==================== block 1
Figure 1. Cells coloured by class (block 1).
(6 px per micron)
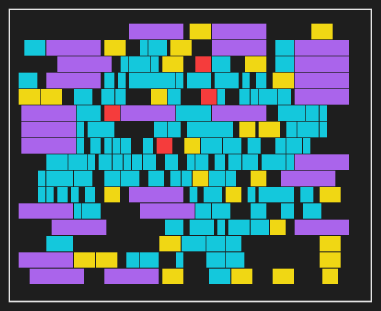

==> config.mk <==
export PLATFORM = sky130hd
export DESIGN_NAME = fsm_seq_decoder
export DESIGN_NICKNAME = d
export VERILOG_FILES = /design/src/rtl/fsm_seq_decoder.sv
export SDC_FILE = /design/constraint.sdc
export NUM_CORES = 1
export LEC_CHECK = 0
export CAP_MARGIN = 30
export CORE_ASPECT_RATIO = 0.8
export CORE_MARGIN = 1
export CORE_UTILIZATION = 54
export DETAILED_ROUTE_END_ITERATION = 6
export PLACE_DENSITY = 0.77
export SLEW_MARGIN = 5
export SYNTH_ARGS = -nofsm -noshare
export SYNTH_HDL_FRONTEND = slang
export SYNTH_SLANG_ARGS = --single-unit
==> constraint.sdc <==
create_clock -name clk -period 2.9 [get_ports clk]
set_clock_uncertainty 0.1 [all_clocks]
set_input_delay 0.58 -clock clk [delete_from_list [all_inputs] [get_ports clk]]
set_output_delay 0.58 -clock clk [all_outputs]
set_load 0.02 [all_outputs]
==> src/rtl/fsm_seq_decoder.sv <==
// fsm_seq_decoder
//   Receive-side checker/decoder for the 5-state sequence generator stream
//   (codes 2,4,6,7,3). Validates each symbol-to-symbol transition against the
//   generator's legal graph, hunts/checks/locks onto the stream, recovers the
//   input bit 'a' on branching transitions and counts errors while locked.
// Ports
//   clk        clock, rising edge
//   reset      asynchronous, active-low reset
//   sym_in     observed generator symbol
//   sym_valid  sym_in is sampled on this edge when 1
//   a_out      decoded input bit (qualified by a_valid)
//   a_valid    one-cycle pulse: a_out carries a decoded bit
//   locked     1 while in LOCKED
//   sync_st    00 HUNT, 01 CHECK, 10 LOCKED
//   err_pulse  one-cycle pulse on an illegal transition while LOCKED
//   err_count  saturating count of LOCKED-mode illegal transitions
module fsm_seq_decoder #(
  parameter int LOCK_CNT = 4,
  parameter int LOSS_CNT = 3,
  parameter int ERR_W    = 8
) (
  input  logic             clk,
  input  logic             reset,
  input  logic [2:0]       sym_in,
  input  logic             sym_valid,
  output logic             a_out,
  output logic             a_valid,
  output logic             locked,
  output logic [1:0]       sync_st,
  output logic             err_pulse,
  output logic [ERR_W-1:0] err_count
);

  typedef enum logic [1:0] {
    HUNT   = 2'b00,
    CHECK  = 2'b01,
    LOCKED = 2'b10
  } st_e;

  localparam logic [3:0] LOCK_V = 4'(LOCK_CNT);
  localparam logic [3:0] LOSS_V = 4'(LOSS_CNT);

  st_e              st_q, st_d;
  logic [2:0]       prev_q, prev_d;
  logic [3:0]       good_q, good_d;
  logic [3:0]       bad_q, bad_d;
  logic             a_out_q, a_out_d;
  logic             a_valid_q, a_valid_d;
  logic             locked_q, locked_d;
  logic             err_pulse_q, err_pulse_d;
  logic [ERR_W-1:0] err_count_q, err_count_d;

  function automatic logic sym_ok(input logic [2:0] s);
    return (s == 3'd2) || (s == 3'd3) || (s == 3'd4) || (s == 3'd6) || (s == 3'd7);
  endfunction

  // Edges of the generator graph. An illegal prev has no outgoing edge, so a
  // corrupted symbol held in prev always makes the following transition fail.
  function automatic logic trans_ok(input logic [2:0] p, input logic [2:0] s);
    case (p)
      3'd2:    return s == 3'd4;
      3'd4:    return (s == 3'd3) || (s == 3'd6);
      3'd6:    return s == 3'd7;
      3'd3:    return s == 3'd6;
      3'd7:    return (s == 3'd4) || (s == 3'd2);
      default: return 1'b0;
    endcase
  endfunction

  logic       tr_legal;
  logic [3:0] good_inc;
  logic [3:0] bad_inc;

  assign tr_legal = trans_ok(prev_q, sym_in);
  assign good_inc = good_q + 4'd1;
  assign bad_inc  = bad_q + 4'd1;

  always_comb begin
    st_d        = st_q;
    prev_d      = prev_q;
    good_d      = good_q;
    bad_d       = bad_q;
    a_out_d     = 1'b0;
    a_valid_d   = 1'b0;
    err_pulse_d = 1'b0;
    err_count_d = err_count_q;
    if (sym_valid) begin
      case (st_q)
        HUNT: begin
          if (sym_ok(sym_in)) begin
            prev_d = sym_in;
            good_d = '0;
            st_d   = CHECK;
          end
        end
        CHECK: begin
          prev_d = sym_in;
          if (tr_legal) begin
            good_d = good_inc;
            if (good_inc == LOCK_V) begin
              st_d  = LOCKED;
              bad_d = '0;
            end
          end else begin
            good_d = '0;
            if (!sym_ok(sym_in)) st_d = HUNT;
          end
        end
        LOCKED: begin
          prev_d = sym_in;
          if (tr_legal) begin
            bad_d = '0;
            // Only 4 and 7 branch on 'a'; the other edges carry no information.
            if (prev_q == 3'd4) begin
              a_valid_d = 1'b1;
              a_out_d   = (sym_in == 3'd3);
            end else if (prev_q == 3'd7) begin
              a_valid_d = 1'b1;
              a_out_d   = (sym_in == 3'd4);
            end
          end else begin
            err_pulse_d = 1'b1;
            if (err_count_q != '1) err_count_d = err_count_q + 1'b1;
            bad_d = bad_inc;
            if (bad_inc == LOSS_V) begin
              st_d   = HUNT;
              good_d = '0;
              bad_d  = '0;
            end
          end
        end
        default: st_d = HUNT;
      endcase
    end
    locked_d = (st_d == LOCKED);
  end

  always_ff @(posedge clk or negedge reset) begin
    if (!reset) begin
      st_q        <= HUNT;
      prev_q      <= '0;
      good_q      <= '0;
      bad_q       <= '0;
      a_out_q     <= 1'b0;
      a_valid_q   <= 1'b0;
      locked_q    <= 1'b0;
      err_pulse_q <= 1'b0;
      err_count_q <= '0;
    end else begin
      st_q        <= st_d;
      prev_q      <= prev_d;
      good_q      <= good_d;
      bad_q       <= bad_d;
      a_out_q     <= a_out_d;
      a_valid_q   <= a_valid_d;
      locked_q    <= locked_d;
      err_pulse_q <= err_pulse_d;
      err_count_q <= err_count_d;
    end
  end

  assign a_out     = a_out_q;
  assign a_valid   = a_valid_q;
  assign locked    = locked_q;
  assign sync_st   = st_q;
  assign err_pulse = err_pulse_q;
  assign err_count = err_count_q;

endmodule

==================== block 2
[src/rtl/cbuf_pkg.sv]
// Shared width helpers and arithmetic for the variable-parallelism circular buffer.
package cbuf_pkg;

  function automatic int unsigned ptr_w(input int unsigned depth);
    if (depth > 32'd1) begin
      return $clog2(depth);
    end else begin
      return 32'd1;
    end
  endfunction

  function automatic int unsigned cnt_w(input int unsigned depth);
    return $clog2(depth + 32'd1);
  endfunction

  function automatic int unsigned num_w(input int unsigned par);
    return $clog2(par + 32'd1);
  endfunction

  // Requests larger than the lane count are served as a full-width transfer.
  function automatic int unsigned clamp_num(input int unsigned n, input int unsigned max_n);
    if (n > max_n) begin
      return max_n;
    end else begin
      return n;
    end
  endfunction

  // Modular add without a divider; valid because n never exceeds depth.
  function automatic int unsigned ptr_add(input int unsigned ptr, input int unsigned n,
                                          input int unsigned depth);
    int unsigned sum;
    sum = ptr + n;
    if (sum >= depth) begin
      return sum - depth;
    end else begin
      return sum;
    end
  endfunction

endpackage

[src/rtl/cbuf_ptr.sv]
// Wrapping pointer register: advances by step (0..DEPTH) modulo DEPTH when enabled.
module cbuf_ptr
  import cbuf_pkg::*;
#(
  parameter int unsigned DEPTH  = 16,
  parameter int unsigned STEP_W = 3,
  localparam int unsigned PTR_W = ptr_w(DEPTH)
) (
  input  logic              clk,
  input  logic              rst,
  input  logic              en,
  input  logic [STEP_W-1:0] step,
  output logic [PTR_W-1:0]  ptr
);

  localparam int unsigned SUM_W = PTR_W + 1;

  logic [PTR_W-1:0] r_ptr;
  logic [SUM_W-1:0] w_sum;
  logic [SUM_W-1:0] w_next;

  // One extra bit holds ptr + step before the single conditional subtract.
  always_comb begin
    w_sum = {1'b0, r_ptr} + SUM_W'(step);
    if (w_sum >= SUM_W'(DEPTH)) begin
      w_next = w_sum - SUM_W'(DEPTH);
    end else begin
      w_next = w_sum;
    end
  end

  always_ff @(posedge clk) begin
    if (rst) begin
      r_ptr <= {PTR_W{1'b0}};
    end else if (en) begin
      r_ptr <= w_next[PTR_W-1:0];
    end else begin
      r_ptr <= r_ptr;
    end
  end

  assign ptr = r_ptr;

endmodule

[src/rtl/circ_buffer_vp.sv]
// Circular buffer pushing 0..PAR_WRITE and popping 0..PAR_READ words per cycle.
// Optional sticky overflow/underflow flags are built when CBUF_ERR_FLAGS_EN is defined.
module circ_buffer_vp
  import cbuf_pkg::*;
#(
  parameter int unsigned SIZE      = 8,
  parameter int unsigned DEPTH     = 16,
  parameter int unsigned PAR_WRITE = 4,
  parameter int unsigned PAR_READ  = 4,
  localparam int unsigned PTR_W = ptr_w(DEPTH),
  localparam int unsigned CNT_W = cnt_w(DEPTH),
  localparam int unsigned WN_W  = num_w(PAR_WRITE),
  localparam int unsigned RN_W  = num_w(PAR_READ)
) (
  input  logic                     clk,
  input  logic                     rst,
  input  logic                     wr_valid,
  input  logic [WN_W-1:0]          wr_num,
  input  logic [PAR_WRITE*SIZE-1:0] din,
  output logic                     wr_ready,
  input  logic                     rd_req,
  input  logic [RN_W-1:0]          rd_num,
  output logic                     rd_valid,
  output logic [PAR_READ*SIZE-1:0] dout,
  output logic [CNT_W-1:0]         count,
  output logic                     empty,
`ifdef CBUF_ERR_FLAGS_EN
  output logic                     full,
  output logic                     ovf_err,
  output logic                     unf_err
`else
  output logic                     full
`endif
);

  logic [SIZE-1:0]  r_mem [DEPTH];
  logic [CNT_W-1:0] r_count;
  logic [CNT_W-1:0] w_count_next;
  logic [CNT_W-1:0] w_wr_n;
  logic [CNT_W-1:0] w_rd_n;
  logic [CNT_W-1:0] w_free;
  logic             w_wr_acc;
  logic             w_rd_acc;
  logic [PTR_W-1:0] w_wr_ptr;
  logic [PTR_W-1:0] w_rd_ptr;
  logic [PTR_W-1:0] w_wr_addr [PAR_WRITE];
  logic [PTR_W-1:0] w_rd_addr [PAR_READ];

  // Handshakes look only at registered occupancy, never at the request strobes.
  always_comb begin
    w_wr_n   = CNT_W'(clamp_num(32'(wr_num), PAR_WRITE));
    w_rd_n   = CNT_W'(clamp_num(32'(rd_num), PAR_READ));
    w_free   = CNT_W'(DEPTH) - r_count;
    wr_ready = (w_free >= w_wr_n);
    rd_valid = (r_count >= w_rd_n);
    w_wr_acc = wr_valid & wr_ready;
    w_rd_acc = rd_req & rd_valid;
    w_count_next = r_count + (w_wr_acc ? w_wr_n : {CNT_W{1'b0}})
                           - (w_rd_acc ? w_rd_n : {CNT_W{1'b0}});
  end

  always_comb begin
    for (int unsigned i = 0; i < PAR_WRITE; i++) begin
      w_wr_addr[i] = PTR_W'(ptr_add(32'(w_wr_ptr), i, DEPTH));
    end
    for (int unsigned j = 0; j < PAR_READ; j++) begin
      w_rd_addr[j] = PTR_W'(ptr_add(32'(w_rd_ptr), j, DEPTH));
    end
  end

  cbuf_ptr #(.DEPTH(DEPTH), .STEP_W(WN_W)) u_wr_ptr (
    .clk  (clk),
    .rst  (rst),
    .en   (w_wr_acc),
    .step (WN_W'(w_wr_n)),
    .ptr  (w_wr_ptr)
  );

  cbuf_ptr #(.DEPTH(DEPTH), .STEP_W(RN_W)) u_rd_ptr (
    .clk  (clk),
    .rst  (rst),
    .en   (w_rd_acc),
    .step (RN_W'(w_rd_n)),
    .ptr  (w_rd_ptr)
  );

  // Storage has no reset; occupancy alone decides which slots are meaningful.
  always_ff @(posedge clk) begin
    for (int unsigned i = 0; i < PAR_WRITE; i++) begin
      if (!rst && w_wr_acc && (i < 32'(w_wr_n))) begin
        r_mem[w_wr_addr[i]] <= din[i*SIZE +: SIZE];
      end
    end
  end

  always_ff @(posedge clk) begin
    if (rst) begin
      r_count <= {CNT_W{1'b0}};
    end else begin
      r_count <= w_count_next;
    end
  end

  // Lanes beyond the request or beyond occupancy read as zero, so stale slots never leak.
  always_comb begin
    dout = {(PAR_READ*SIZE){1'b0}};
    for (int unsigned j = 0; j < PAR_READ; j++) begin
      if ((j < 32'(w_rd_n)) && (j < 32'(r_count))) begin
        dout[j*SIZE +: SIZE] = r_mem[w_rd_addr[j]];
      end else begin
        dout[j*SIZE +: SIZE] = {SIZE{1'b0}};
      end
    end
  end

  assign count = r_count;
  assign empty = (r_count == {CNT_W{1'b0}});
  assign full  = (r_count == CNT_W'(DEPTH));

`ifdef CBUF_ERR_FLAGS_EN
  logic r_ovf_err;
  logic r_unf_err;

  always_ff @(posedge clk) begin
    if (rst) begin
      r_ovf_err <= 1'b0;
      r_unf_err <= 1'b0;
    end else begin
      r_ovf_err <= r_ovf_err | (wr_valid & ~wr_ready);
      r_unf_err <= r_unf_err | (rd_req & ~rd_valid);
    end
  end

  assign ovf_err = r_ovf_err;
  assign unf_err = r_unf_err;
`endif

endmodule

[config.mk]
export PLATFORM = sky130hd
export DESIGN_NAME = circ_buffer_vp
export DESIGN_NICKNAME = d
export VERILOG_FILES = /design/src/rtl/cbuf_pkg.sv /design/src/rtl/cbuf_ptr.sv /design/src/rtl/circ_buffer_vp.sv
export SDC_FILE = /design/constraint.sdc
export NUM_CORES = 1
export LEC_CHECK = 0
export CORE_AREA = 4 4 188 190
export CTS_BUF_LIST = sky130_fd_sc_hd__clkbuf_8
export CTS_CLUSTER_SIZE = 14
export DETAILED_ROUTE_END_ITERATION = 10
export DIE_AREA = 0 0 192 194
export DONT_BUFFER_PORTS = 1
export PLACE_DENSITY = 0.52
export SLEW_MARGIN = 10
export SYNTH_ARGS = -nofsm -noshare
export SYNTH_HDL_FRONTEND = slang
export SYNTH_SLANG_ARGS = --single-unit
[constraint.sdc]
create_clock -name clk -period 4 [get_ports clk]
set_input_delay 0.8 -clock clk [delete_from_list [all_inputs] [get_ports clk]]
set_output_delay 0.8 -clock clk [all_outputs]
set_load 0.005 [all_outputs]
==================== block 3
File: src/rtl/fp_alu_issue.sv
// Issue front-end for a combinational IEEE-754 single-precision ALU: command FIFO,
// registered operands held for a settle window, then captured onto a valid/ready output.
// Optional accumulated result flags: define FP_STICKY_FLAGS_EN.
module fp_alu_issue #(
  parameter int DEPTH         = 4,
  parameter int SETTLE_CYCLES = 2
) (
  input  logic                       clk,
  input  logic                       rst_n,
  input  logic                       cmd_valid,
  output logic                       cmd_ready,
  input  logic [31:0]                cmd_a,
  input  logic [31:0]                cmd_b,
  input  logic [2:0]                 cmd_op,
  output logic [31:0]                alu_a,
  output logic [31:0]                alu_b,
  output logic [2:0]                 alu_op,
  input  logic [31:0]                alu_result,
  input  logic                       alu_exception,
  input  logic                       alu_overflow,
  input  logic                       alu_underflow,
  output logic                       res_valid,
  input  logic                       res_ready,
  output logic [31:0]                res_data,
  output logic [2:0]                 res_flags,
  output logic                       busy,
  output logic [$clog2(DEPTH):0]     fill,
  output logic [2:0]                 sticky_flags,
  input  logic                       sticky_clr
);

  localparam int AW = $clog2(DEPTH);
  localparam int FW = AW + 1;
  localparam int CW = $clog2(SETTLE_CYCLES + 1);

  typedef enum logic [1:0] {IDLE, SETTLE, HOLD} state_t;

  state_t          state, state_nx;
  logic [66:0]     mem [DEPTH];
  logic [66:0]     head;
  logic [AW-1:0]   wptr, rptr;
  logic [FW-1:0]   count;
  logic [CW-1:0]   cnt;
  logic            full, push, pop, head_illegal, settle_done, capture;
  logic [2:0]      cap_flags;

  assign full         = (count == FW'(DEPTH));
  assign cmd_ready    = !full;
  assign push         = cmd_valid && !full;
  assign pop          = (state == IDLE) && (count != '0);
  assign head         = mem[rptr];
  assign head_illegal = head[2];
  assign settle_done  = (state == SETTLE) && (cnt == '0);
  // Illegal opcodes bypass the ALU and complete on the pop edge itself.
  assign capture      = settle_done || (pop && head_illegal);
  assign cap_flags    = settle_done ? {alu_exception, alu_overflow, alu_underflow} : 3'b100;
  assign busy         = (state != IDLE) || (count != '0);
  assign fill         = count;

  always_ff @(posedge clk) begin
    if (push) mem[wptr] <= {cmd_a, cmd_b, cmd_op};
  end

  always_ff @(posedge clk or negedge rst_n) begin
    if (!rst_n) begin
      wptr  <= '0;
      rptr  <= '0;
      count <= '0;
    end else begin
      if (push) wptr <= wptr + AW'(1);
      if (pop)  rptr <= rptr + AW'(1);
      case ({push, pop})
        2'b10:   count <= count + FW'(1);
        2'b01:   count <= count - FW'(1);
        default: count <= count;
      endcase
    end
  end

  always_ff @(posedge clk or negedge rst_n) begin
    if (!rst_n) state <= IDLE;
    else        state <= state_nx;
  end

  always_comb begin
    state_nx = state;
    case (state)
      IDLE:    if (pop) state_nx = head_illegal ? HOLD : SETTLE;
      SETTLE:  if (cnt == '0) state_nx = HOLD;
      HOLD:    if (res_ready) state_nx = IDLE;
      default: state_nx = IDLE;
    endcase
  end

  always_ff @(posedge clk or negedge rst_n) begin
    if (!rst_n) begin
      alu_a     <= '0;
      alu_b     <= '0;
      alu_op    <= '0;
      cnt       <= '0;
      res_valid <= 1'b0;
      res_data  <= '0;
      res_flags <= '0;
    end else begin
      if (pop) begin
        alu_a  <= head[66:35];
        alu_b  <= head[34:3];
        alu_op <= head[2:0];
        if (!head_illegal) cnt <= CW'(SETTLE_CYCLES - 1);
      end
      if ((state == SETTLE) && (cnt != '0)) cnt <= cnt - CW'(1);
      if (capture) begin
        res_valid <= 1'b1;
        res_data  <= settle_done ? alu_result : '0;
        res_flags <= cap_flags;
      end
      if ((state == HOLD) && res_ready) res_valid <= 1'b0;
    end
  end

`ifdef FP_STICKY_FLAGS_EN
  // Clear wins over the old contents but not over a flag captured on the same edge.
  always_ff @(posedge clk or negedge rst_n) begin
    if (!rst_n)          sticky_flags <= '0;
    else if (sticky_clr) sticky_flags <= capture ? cap_flags : '0;
    else if (capture)    sticky_flags <= sticky_flags | cap_flags;
  end
`else
  logic unused_sticky_clr;
  assign unused_sticky_clr = sticky_clr;
  assign sticky_flags      = '0;
`endif

endmodule

File: config.mk
export PLATFORM = sky130hd
export DESIGN_NAME = fp_alu_issue
export DESIGN_NICKNAME = d
export VERILOG_FILES = /design/src/rtl/fp_alu_issue.sv
export SDC_FILE = /design/constraint.sdc
export NUM_CORES = 1
export LEC_CHECK = 0
export CORE_ASPECT_RATIO = 0.9
export CORE_MARGIN = 5
export CORE_UTILIZATION = 40
export CTS_CLUSTER_SIZE = 25
export DETAILED_ROUTE_END_ITERATION = 10
export RECOVER_POWER = 25
export SLEW_MARGIN = 10
export SYNTH_ARGS = -nofsm -noshare
export SYNTH_HDL_FRONTEND = slang
export SYNTH_SLANG_ARGS = --single-unit
File: constraint.sdc
create_clock -name clk -period 3.65 [get_ports clk]
set_input_delay 0.73 -clock clk [delete_from_list [all_inputs] [get_ports clk]]
set_output_delay 0.73 -clock clk [all_outputs]
set_load 0.02 [all_outputs]
==================== block 4
$ cat src/rtl/tetris_pkg.sv
// Shared geometry, frame image, FSM encoding and cell helpers for the
// 8x16 playfield controller.
package tetris_pkg;

   localparam int ROWS           = 8;
   localparam int COLS           = 16;
   localparam int CELLS          = ROWS * COLS;
   localparam int PLAY_COL_MAX   = 8;
   localparam int PLAY_ROW_MIN   = 1;
   localparam int PLAY_ROW_MAX   = 6;

   localparam logic [15:0] FRAME_ROW_EDGE = 16'h03FF;
   localparam logic [15:0] FRAME_ROW_MID  = 16'h0200;
   localparam logic [CELLS-1:0] FRAME =
      {FRAME_ROW_EDGE, {6{FRAME_ROW_MID}}, FRAME_ROW_EDGE};

   localparam logic [2:0] ST_SPAWN = 3'd0;
   localparam logic [2:0] ST_FALL  = 3'd1;
   localparam logic [2:0] ST_LOCK  = 3'd2;
   localparam logic [2:0] ST_CLEAR = 3'd3;
   localparam logic [2:0] ST_OVER  = 3'd4;

   function automatic logic [6:0] cell_idx(input logic [2:0] row, input logic [3:0] col);
      return 7'({row, col});
   endfunction

   // A row is full when every playable column 0..PLAY_COL_MAX is set.
   function automatic logic row_full(input logic [CELLS-1:0] cells, input logic [2:0] row);
      return &cells[7'({row, 4'd0}) +: (PLAY_COL_MAX + 1)];
   endfunction

endpackage

$ cat src/rtl/tetris_field_ctrl_btn_debounce.sv
// Button conditioner: two-flop synchronizer, stability filter and a
// one-clock rising-edge pulse on each accepted press.
module btn_debounce #(
   parameter int DEBOUNCE_CYC = 250_000
) (
   input  logic clk,
   input  logic rst_n,
   input  logic btn,
   output logic pulse
);

   localparam int CW = $clog2(DEBOUNCE_CYC + 1);

   logic          sync1;
   logic          sync2;
   logic          stable;
   logic [CW-1:0] cnt;

   // Synced level must differ from the accepted level for DEBOUNCE_CYC clocks in a row.
   always_ff @(posedge clk) begin
      if (!rst_n) begin
         sync1  <= 1'b0;
         sync2  <= 1'b0;
         stable <= 1'b0;
         cnt    <= '0;
         pulse  <= 1'b0;
      end else begin
         sync1 <= btn;
         sync2 <= sync1;
         pulse <= 1'b0;
         if (sync2 != stable) begin
            if (cnt == CW'(DEBOUNCE_CYC - 1)) begin
               stable <= sync2;
               cnt    <= '0;
               pulse  <= sync2;
            end else begin
               cnt <= cnt + CW'(1);
            end
         end else begin
            cnt <= '0;
         end
      end
   end

endmodule

$ cat src/rtl/tetris_field_ctrl.sv
// Playfield state machine: single-cell falling piece, gravity, row clearing
// and the registered 128-bit map consumed by the renderer.
module tetris_field_ctrl
   import tetris_pkg::*;
#(
   parameter int GRAVITY_DIV  = 25_000_000,
   parameter int DEBOUNCE_CYC = 250_000,
   parameter int SPAWN_COL    = 4
) (
   input  logic             Clk,
   input  logic             Reset,
   input  logic             Btnl,
   input  logic             Btnr,
   input  logic             Btnd,
   output logic [CELLS-1:0] Map,
   output logic             Game_over,
   output logic [7:0]       Lines
);

   localparam int GW = $clog2(GRAVITY_DIV + 1);

   logic [2:0]       state;
   logic [2:0]       piece_row;
   logic [3:0]       piece_col;
   logic [CELLS-1:0] settled;
   logic [GW-1:0]    grav_cnt;
   logic [2:0]       scan_row;

   logic             left_p;
   logic             right_p;
   logic             down_p;
   logic             tick;
   logic             move_left;
   logic             move_right;
   logic [3:0]       moved_col;
   logic             land;
   logic [CELLS-1:0] piece_mask;
   logic [CELLS-1:0] shifted;

   btn_debounce #(.DEBOUNCE_CYC(DEBOUNCE_CYC)) u_db_left  (.clk(Clk), .rst_n(Reset), .btn(Btnl), .pulse(left_p));
   btn_debounce #(.DEBOUNCE_CYC(DEBOUNCE_CYC)) u_db_right (.clk(Clk), .rst_n(Reset), .btn(Btnr), .pulse(right_p));
   btn_debounce #(.DEBOUNCE_CYC(DEBOUNCE_CYC)) u_db_down  (.clk(Clk), .rst_n(Reset), .btn(Btnd), .pulse(down_p));

   assign tick       = (state == ST_FALL) && (grav_cnt == GW'(GRAVITY_DIV - 1));
   assign piece_mask = CELLS'(1) << cell_idx(piece_row, piece_col);
   assign move_left  = left_p & ~right_p & (piece_col != 4'd0)
                     & ~settled[cell_idx(piece_row, piece_col - 4'd1)];
   assign move_right = right_p & ~left_p & (piece_col < 4'(PLAY_COL_MAX))
                     & ~settled[cell_idx(piece_row, piece_col + 4'd1)];
   // Downward step is judged at the column reached after this cycle's sideways move.
   assign land       = (piece_row == 3'(PLAY_ROW_MAX))
                     | settled[cell_idx(piece_row + 3'd1, moved_col)];

   // Post-move column for the current cycle.
   always_comb begin
      moved_col = piece_col;
      if (move_left) begin
         moved_col = piece_col - 4'd1;
      end else if (move_right) begin
         moved_col = piece_col + 4'd1;
      end else begin
         moved_col = piece_col;
      end
   end

   // Rows above the scan row drop by one; the top playable row is emptied.
   always_comb begin
      shifted = settled;
      for (int k = PLAY_ROW_MIN; k <= PLAY_ROW_MAX; k++) begin
         if (3'(k) <= scan_row) begin
            shifted[k*COLS +: COLS] = (k == PLAY_ROW_MIN) ? 16'h0000 : settled[(k-1)*COLS +: COLS];
         end else begin
            shifted[k*COLS +: COLS] = settled[k*COLS +: COLS];
         end
      end
   end

   // Game FSM, gravity counter, settled field, clear scanner and map register.
   always_ff @(posedge Clk) begin
      if (!Reset) begin
         state     <= ST_SPAWN;
         piece_row <= 3'(PLAY_ROW_MIN);
         piece_col <= 4'(SPAWN_COL);
         settled   <= '0;
         grav_cnt  <= '0;
         scan_row  <= 3'(PLAY_ROW_MAX);
         Map       <= FRAME;
         Game_over <= 1'b0;
         Lines     <= 8'd0;
      end else begin
         Map <= FRAME | settled | ((state == ST_FALL) ? piece_mask : '0);
         case (state)
            ST_SPAWN: begin
               piece_row <= 3'(PLAY_ROW_MIN);
               piece_col <= 4'(SPAWN_COL);
               grav_cnt  <= '0;
               if (settled[cell_idx(3'(PLAY_ROW_MIN), 4'(SPAWN_COL))]) begin
                  state     <= ST_OVER;
                  Game_over <= 1'b1;
               end else begin
                  state <= ST_FALL;
               end
            end
            ST_FALL: begin
               grav_cnt  <= tick ? '0 : grav_cnt + GW'(1);
               piece_col <= moved_col;
               if (tick | down_p) begin
                  if (land) begin
                     state <= ST_LOCK;
                  end else begin
                     piece_row <= piece_row + 3'd1;
                  end
               end
            end
            ST_LOCK: begin
               settled  <= settled | piece_mask;
               scan_row <= 3'(PLAY_ROW_MAX);
               state    <= ST_CLEAR;
            end
            ST_CLEAR: begin
               // A full row is cleared without moving the pointer so the row dropped into it is rechecked.
               if (scan_row == 3'd0) begin
                  state <= ST_SPAWN;
               end else if (row_full(settled, scan_row)) begin
                  settled <= shifted;
                  Lines   <= Lines + 8'd1;
               end else begin
                  scan_row <= scan_row - 3'd1;
               end
            end
            ST_OVER: begin
               state <= ST_OVER;
            end
            default: begin
               state <= ST_SPAWN;
            end
         endcase
      end
   end

endmodule

$ cat config.mk
export PLATFORM = sky130hd
export DESIGN_NAME = tetris_field_ctrl
export DESIGN_NICKNAME = d
export VERILOG_FILES = /design/src/rtl/tetris_pkg.sv /design/src/rtl/tetris_field_ctrl_btn_debounce.sv /design/src/rtl/tetris_field_ctrl.sv
export SDC_FILE = /design/constraint.sdc
export NUM_CORES = 1
export LEC_CHECK = 0
export CAP_MARGIN = 10
export CORE_MARGIN = 2
export CORE_UTILIZATION = 50
export CTS_BUF_LIST = sky130_fd_sc_hd__clkbuf_16
export DETAILED_ROUTE_END_ITERATION = 8
export PLACE_DENSITY = 0.7
export SLEW_MARGIN = 40
export SYNTH_ARGS = -nofsm -noshare
export SYNTH_HDL_FRONTEND = slang
export SYNTH_SLANG_ARGS = --single-unit
$ cat constraint.sdc
create_clock -name Clk -period 8.5 [get_ports Clk]
set_input_delay 0.85 -clock Clk [delete_from_list [all_inputs] [get_ports Clk]]
set_output_delay 0.85 -clock Clk [all_outputs]
set_load 0.1 [all_outputs]
Figure 2. Congestion heat map (block 1).
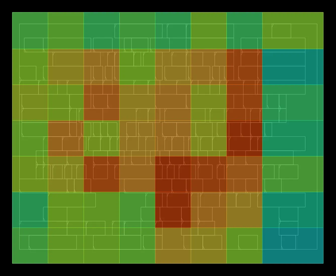
met3 GRT Util: 4.011%
Final Util: 69.90%
WL/cell: 15.79 microns

Figure 3. Cells by drive strength (block 1).
(6 px per micron)
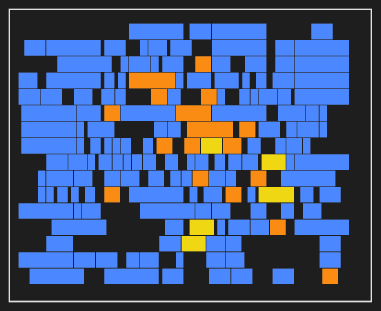
- x2: yellow (cells 5; share 3.0%; most used mux2_2)
- x1 and smaller: blue (cells 145; share 87%; most used dfrtp_1)
- x3 and x4: orange (cells 17; share 10%; most used buf_4)

## Picture notes: Figure 1
- registers: purple (cells 25; share of their area 37%)
- remaining logic cells: cyan (cells 110; share of their area 46%)
- remaining buffers and delay cells: yellow (cells 28; share of their area 15%)
- clock drivers and dummy loads: red (cells 4; share of their area 1.8%)

==> results.py, block 1 <==
# Metrics from the implementation run
metrics = {
    "outcome": {
        "status": "finished, final reports clean",
    },
    "critical_path": {
        "crit_end": "good_q[3]",
        "ff2ff_path_depth": 6,
        "crit_type": "input pin to flip-flop",
    },
    "sta": {
        "final_hold_viol_count": 0,
        "slew_viol_final": 0,
        "relSlewSlack_pct": 68.51,
        "rsz0062_at_grt": "false",
    },
    "yosys": {
        "ys_seq_share_pct": 42.92,
        "synth-edff-count": 0,
        "syn_area_per_cell_sq_um": 10.34,
        "syn_area_sq_um": 1458,
        "yosys-stat-area_sq_um": 1458,
        "synth_top_area_share_pct": 42.92,
    },
    "grt": {
        "grt_pass1_wl_mm": 5.437,
    },
    "final_layout": {
        "n_clock_buffer": 3,
        "diodes": 0,
        "sh_comb_area_pct": 43.71,
        "nNonClkBuffers": 28,
        "fillCellCount": 198,
        "layoutNonFillerInstCount": 203,
        "drive_above_1_share_pct": 13.17,
        "lay_top_cells": "dfrtp_1 (25), clkdlybuf4s50_1 (19), nand2_1 (14)",
    },
    "placed_design": {
        "placed_cell_area_sq_um": 1719,
        "dp_slack_ns": 0.05614,
        "dp_cells": 199,
        "place_congestion": 0.8598,
    },
    "min_path": {
        "hold-path-cell-count": 1,
        "hp-class": "flip-flop to flip-flop",
        "min_from": "err_count[5]",
        "hold_end": "err_count[5]",
    },
    "detailed_routing": {
        "vias_per_cell": 5.759,
        "vias": 1169,
        "ant_nets": 0,
    },
    "floorplanning": {
        "die_y_microns": 48.47,
        "ioPinCount": 20,
        "core_sq_um": 2502,
    },
    "job": {
        "maxCapViolations": 0,
    },
    "clock_network": {
        "cts.path.max_buffers": 2,
    },
}
-- block 1: cell families (layout without fill, tap and decap cells) --
kind of cell    Yosys count  count (layout)  share of synthesized area [%]
mux                       8               8                          5.923
xor+xnor                  9               9                          5.408
flops                    25              25                          42.92
buf+inv                  13              39                          4.635
fa+ha+maj                 4               4                          3.434
simple gates             55              55                          22.75
compound gates           27              27                          14.94
-- block 1: sequential cells by signal, summed over array words and instances, names as in the netlist --
register   cells
err_pulse      1
prev_q         3
bad_q          4
sync_st        2
a_out          1
locked         1
a_valid        1
good_q         4
err_count      8
-- block 1: critical path, delay by kind of cell --
kind / cells / cell delay, ns
simple gates: 2 / 0.89
compound gates: 3 / 0.62
buf+inv: 1 / 0.60
-- block 1: per-layer routing --
metal | vias to the layer above | track usage (%) | routed length (microns)
li1 | 567 | - | -
met2 | 36 | 38.89 | 1568
met5 | - | 0 | 0
met3 | 5 | 4.011 | 131
met1 | 561 | 36.32 | 1485
met4 | 0 | 4.651 | 21
-- block 1: power breakdown --
part	internal, uW	switching (uW)	total, uW
sequential	357	15.6	373
combinational	40.3	47.8	88.1
clock	52.7	103	155
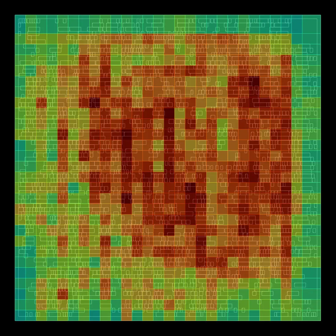
Figure 4: block 4, congestion heat map.
met2 GRT Util: 50.73%
global routing's busiest layer: met2
met1 usage: 44.33%
WL/cell: 24.05 microns

==> results.py, block 4 <==
# Metrics from the implementation run
metrics = {
    "outcome": {
        "status": "finished, final reports clean",
    },
    "final_layout": {
        "inverters": 26,
        "layoutNonFillerInstCount": 2825,
        "n_clock_buffer": 39,
        "logic_gate_count": 1717,
        "logic_area_sq_um": 11160,
        "largest_reg_flops": 128,
    },
    "clock_network": {
        "clkTransAtPathRegs_ns": 0.06,
        "cts_sinks": 343,
        "ctsHoldBuffers": 0,
    },
    "yosys": {
        "area_leaders": "dfxtp_1 (36%), a21oi_1 (7.4%), mux4_2 (7.3%), nor2b_1 (5.2%), nor2_1 (4.4%)",
        "ys_top_cells_by_count": "dfxtp_1 (343), a21oi_1 (279), nor2_1 (222), nand2_1 (200), nor2b_1 (158)",
    },
    "floorplanning": {
        "taps": 511,
    },
    "sta": {
        "timing.final.ws_setup_ns": 1.182,
        "worst_pin_slew_ns": 0.9848,
        "slew_viol_final": 0,
    },
    "placed_design": {
        "dp_hpwl_mm": 46.22,
    },
    "critical_path": {
        "critical_path_arrival_ns": 7.81,
        "crit_type": "flip-flop to flip-flop",
    },
    "power_and_ir_drop": {
        "seq_cell_power_uw": 1730,
        "power_leakage_uw": 0.007608,
        "pwr-share-seq_pct": 39.4,
    },
    "detailed_routing": {
        "wirelength_mm": 67.95,
        "route.detailed.drc": 0,
    },
}
-- block 4: metal layers --
metal / share of wire [%] / global-route usage (%)
met1: 40 / 44.33
met2: 43 / 50.73
met3: 11 / 10.12
met4: 6.0 / 19.58
met5: 0 / 0
-- block 4: critical path: cells and delay by family, from the launching register on --
kind | cells | cell delay, ns
buf+inv | 3 | 0.76
flops | 1 | 0.83
simple gates | 2 | 0.52
compound gates | 9 | 3.16
fa+ha+maj | 1 | 0.74
mux | 3 | 1.16
-- block 4: layout by cell type, fill, tap and decap left out, types with 14 or more instances in the layout --
cell type and count:
buf_2 111, clkbuf_16 39, nand2_1 200, nor4_1 26, a21oi_1 277, mux2_2 19, mux4_2 61, o21ai_0 144
o22ai_1 15, nor2b_1 158, xnor2_1 24, ha_1 16, buf_4 49, mux2i_1 67, nor3_1 35, inv_1 31
a21boi_0 14, and2_1 22, and3_1 38, dfxtp_1 340, xor2_1 29, nand3_1 63, a22oi_1 15, a211oi_1 21
nand4_1 26, nor2_1 218, conb_1 26
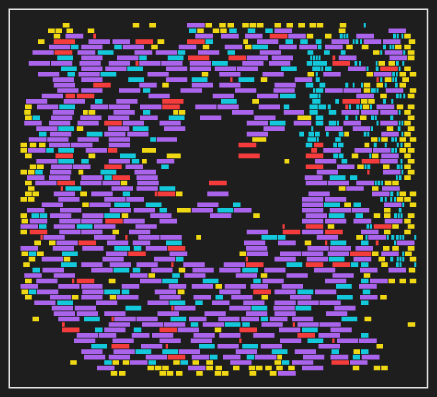
Figure 5: block 3, cells coloured by class.
(2 px per micron)
- clock drivers and dummy loads: red (cells 76; share of their area 7.8%)
- remaining logic cells: cyan (cells 291; share of their area 18%)
- remaining buffers and delay cells: yellow (cells 228; share of their area 13%)
- registers: purple (cells 382; share of their area 62%)

==> results.py, block 3 <==
# Metrics from the implementation run
metrics = {
    "outcome": {
        "status": "finished, final reports clean",
    },
    "floorplanning": {
        "dieArea_sq_um": 39280,
        "initial_core_util_pct": 40.41,
    },
    "power_and_ir_drop": {
        "total_power_uw": 15870,
        "power_switching_share_pct": 29.80,
        "p_clk_uw": 4200,
        "peakVddDrop_uv": 583.9,
    },
    "yosys": {
        "yosys-stat-area_sq_um": 14160,
        "synth-edff-count": 268,
        "yosysWarningCount": 0,
    },
    "final_layout": {
        "drive_above_1_share_pct": 22.21,
        "ff_count": 382,
        "diodes": 1,
    },
    "grt": {
        "grt.total_usage_pct": 14.92,
        "grt_max_degree": 96,
    },
    "detailed_routing": {
        "wirelength_mm": 29.23,
        "vias_per_cell": 4.938,
        "wl_met3_mm": 2.028,
        "dr_wl_met2_mm": 13.60,
        "vias": 7146,
    },
    "clock_network": {
        "cts_resized": 0,
        "clk_latency_ns": 0.53,
    },
    "critical_path": {
        "cp.required_ns": 2.92,
        "crit_end": "busy",
    },
}
## block 3: Yosys cell counts, types with 2 or more instances
library cell    n  share of area (%)
xnor2_1         5               0.31
and3_1          4               0.18
clkbuf_1       14               0.37
xor2_1          2               0.12
mux2_2         67                5.3
mux2i_1         2               0.14
mux4_2         67                 11
buf_2          17               0.60
edfxtp_1      268                 57
nand3b_1        3               0.16
inv_1           9               0.24
dfrtp_1       114                 20
or3_1           2              0.088
nor2_1          2              0.053
ha_1            6               0.53
buf_4           4               0.21
o21ai_0        35                1.2
nand2_1        71                1.9
## block 3: stage by stage
step	util, %	instance area, sq um	std cells	hold WS, ns	setup slack [ns]
global route	52.19	18290	1446	0.4287	0.6578
floorplan	-	14170	710	0.4306	0.7315
detailed placement	48.27	16920	1370	0.4658	1.068
CTS	52.19	18290	1446	0.3808	0.6816
global placement	48.27	16920	1370	0.4510	1.047
finish	52.19	18300	1447	0.3578	0.7364
## block 3: logic make-up after synthesis
logic type,count (synthesis),synth area share (%)
compound gates,39,1.458
fa+ha+maj,7,0.6714
simple gates,90,2.800
flops,382,76.96
xor+xnor,7,0.4329
other cells,1,0.02648
buf+inv,46,1.528
mux,136,16.12
Figure 6. Zoomed window (block 2).
Window x 36 to 61, y 133 to 158 microns. Cells in grey, sequential cells in the stronger grey; small squares are vias.
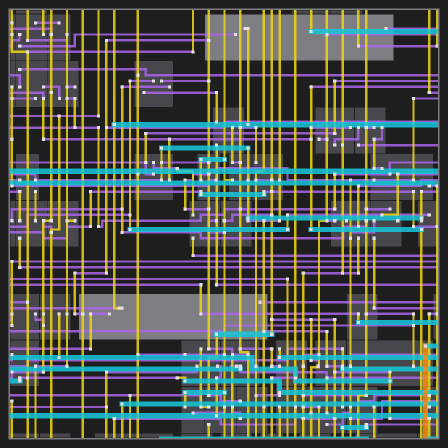
- M1: purple
- M3: cyan
- M2: yellow
- M4: orange
- sequential cells in the window: 2
- most frequent: a21oi_1 (19), o22ai_1 (7), nand2_1 (5)
- netlist names of flops here include: r_mem (2)
- cells with their middle in the window: 37

==> results.py, block 2 <==
# Metrics from the implementation run
metrics = {
    "outcome": {
        "status": "finished, final reports clean",
    },
    "placed_design": {
        "dp_slack_ns": 0.1056,
    },
    "job": {
        "tool_warnings": 30,
        "maxCapViolations": 0,
    },
    "detailed_routing": {
        "ant_nets": 0,
        "wire_per_inst_microns": 32.99,
        "vias_per_cell": 7.115,
    },
    "critical_path": {
        "critical_path_arrival_ns": 3.93,
        "crit_type": "flip-flop to flip-flop",
    },
    "final_layout": {
        "n_clock_buffer": 17,
        "buffer_area_share_pct": 4.614,
        "nNonClkBuffers": 80,
        "design_area_sq_um": 14370,
        "seq_share_pct": 29.14,
    },
    "yosys": {
        "fp_nets": 1320,
        "ys_sh_adder_pct": 3.277,
    },
    "sta": {
        "min_period_ns": 3.779,
        "slew_viol_final": 0,
        "hold_ws_ns": 0.3997,
    },
    "power_and_ir_drop": {
        "comb_power_share_pct": 55.2,
        "peakVddDrop_uv": 357.8,
        "p_comb_uw": 4020,
    },
    "floorplanning": {
        "rows": 67,
        "initial_core_util_pct": 39.95,
    },
    "clock_network": {
        "clkTransAtPathRegs_ns": 0.11,
        "cts_buffers": 17,
        "cts_sinks": 145,
    },
    "grt": {
        "grt_pass1_vias": 10890,
        "met2_usage_pct": 40.57,
    },
}
==> block 2: placed cells by master, fill, tap and decap left out, types with 6 or more instances in the layout <==
cell type    n
nand3_1     39
nand3b_1     6
o22ai_1    113
edfxtp_1   128
mux2i_1     92
o21ai_0     23
dfxtp_1     15
inv_1       25
o32ai_1     16
ha_1        26
a31oi_1     16
buf_4       75
o31ai_1     10
xor2_1       7
a21oi_1    132
or4_1        7
mux4_2     144
a211oi_1    33
nor2b_1     44
nand2_1     92
nor2_1      39
nand2b_1     6
and2_1      11
o211ai_1    14
clkbuf_8    17
and3_1       6
==> block 2: sequential cells by signal (all words and copies together) (netlist names), named ones only <==
register and count:
count 5, u_rd_ptr.ptr 4, u_wr_ptr.ptr 4, r_mem 128
==> block 2: path summary, 6_finish.rpt <==
path | end | from | slack, ns | cells after the start
setup / recovery | r_mem[2][5] | count[0] | 0.22 | 13
hold / removal | u_wr_ptr.ptr[2] | rst | 0.40 | 1
setup reg to reg | r_mem[2][5] | count[0] | 0.22 | 13
hold reg to reg | u_wr_ptr.ptr[1] | u_wr_ptr.ptr[1] | 0.57 | 2
==> block 2: repair_timing <==
item,CTS,global route
endpoints found under the setup margin,0,109
gates resized,0,3
buffers inserted,0,1


==> notes/layouts.md <==
Pictures saved along the way, in no particular order.

Cells by drive strength.
(2 px per micron)
panel A
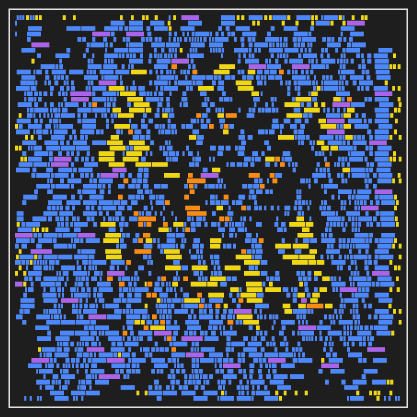
panel B
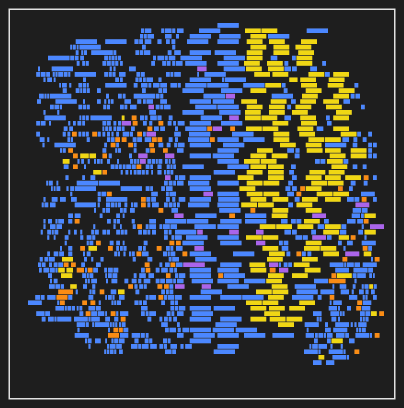
panel C
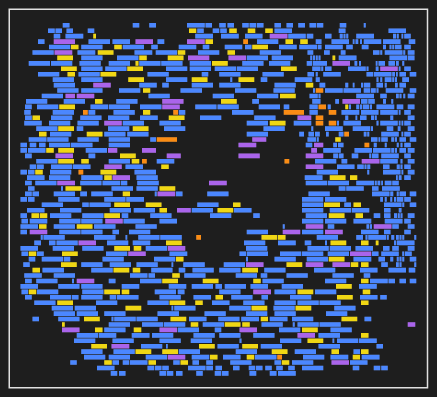
Of these, most cells: panel A
Panel C is block 3.
Panel B is block 2.
Panel A is block 4.

Key to panel B:
- x2: yellow (cells 166; share 14%; most used mux4_2)
- x1 and smaller: blue (cells 933; share 77%; most used a21oi_1)
- x3 and x4: orange (cells 86; share 7.1%; most used buf_4)
- x6 and larger: purple (cells 28; share 2.3%; most used clkbuf_8)


## Gallery

Signal wires on met1.
(a)
(2 px per micron)
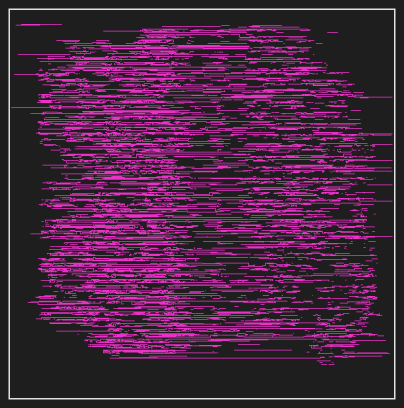
(b)
(2 px per micron)
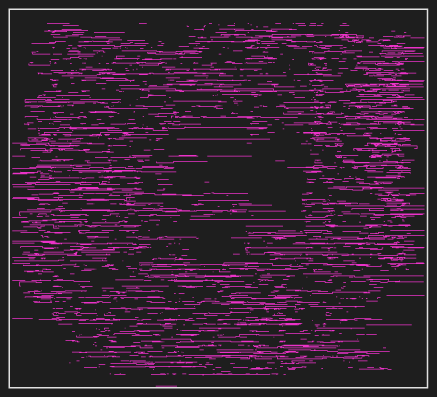
(c)
(8 px per micron)
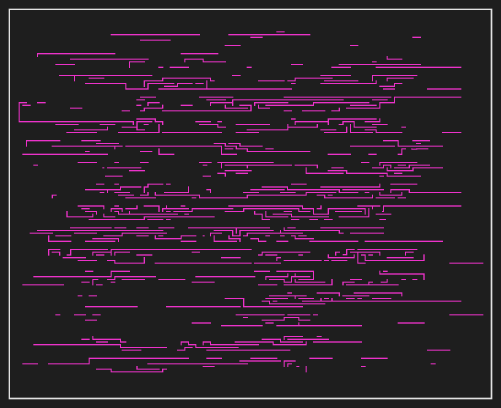
(d)
(2 px per micron)
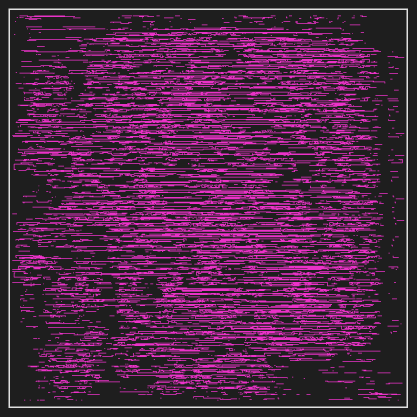
The one with the smallest die is (c).
Block 2 is (a).
Block 4 is (d).
Block 1 is (c).
Block 3 is (b).

No activity file was given, so power comes from the tool's default toggle rates.
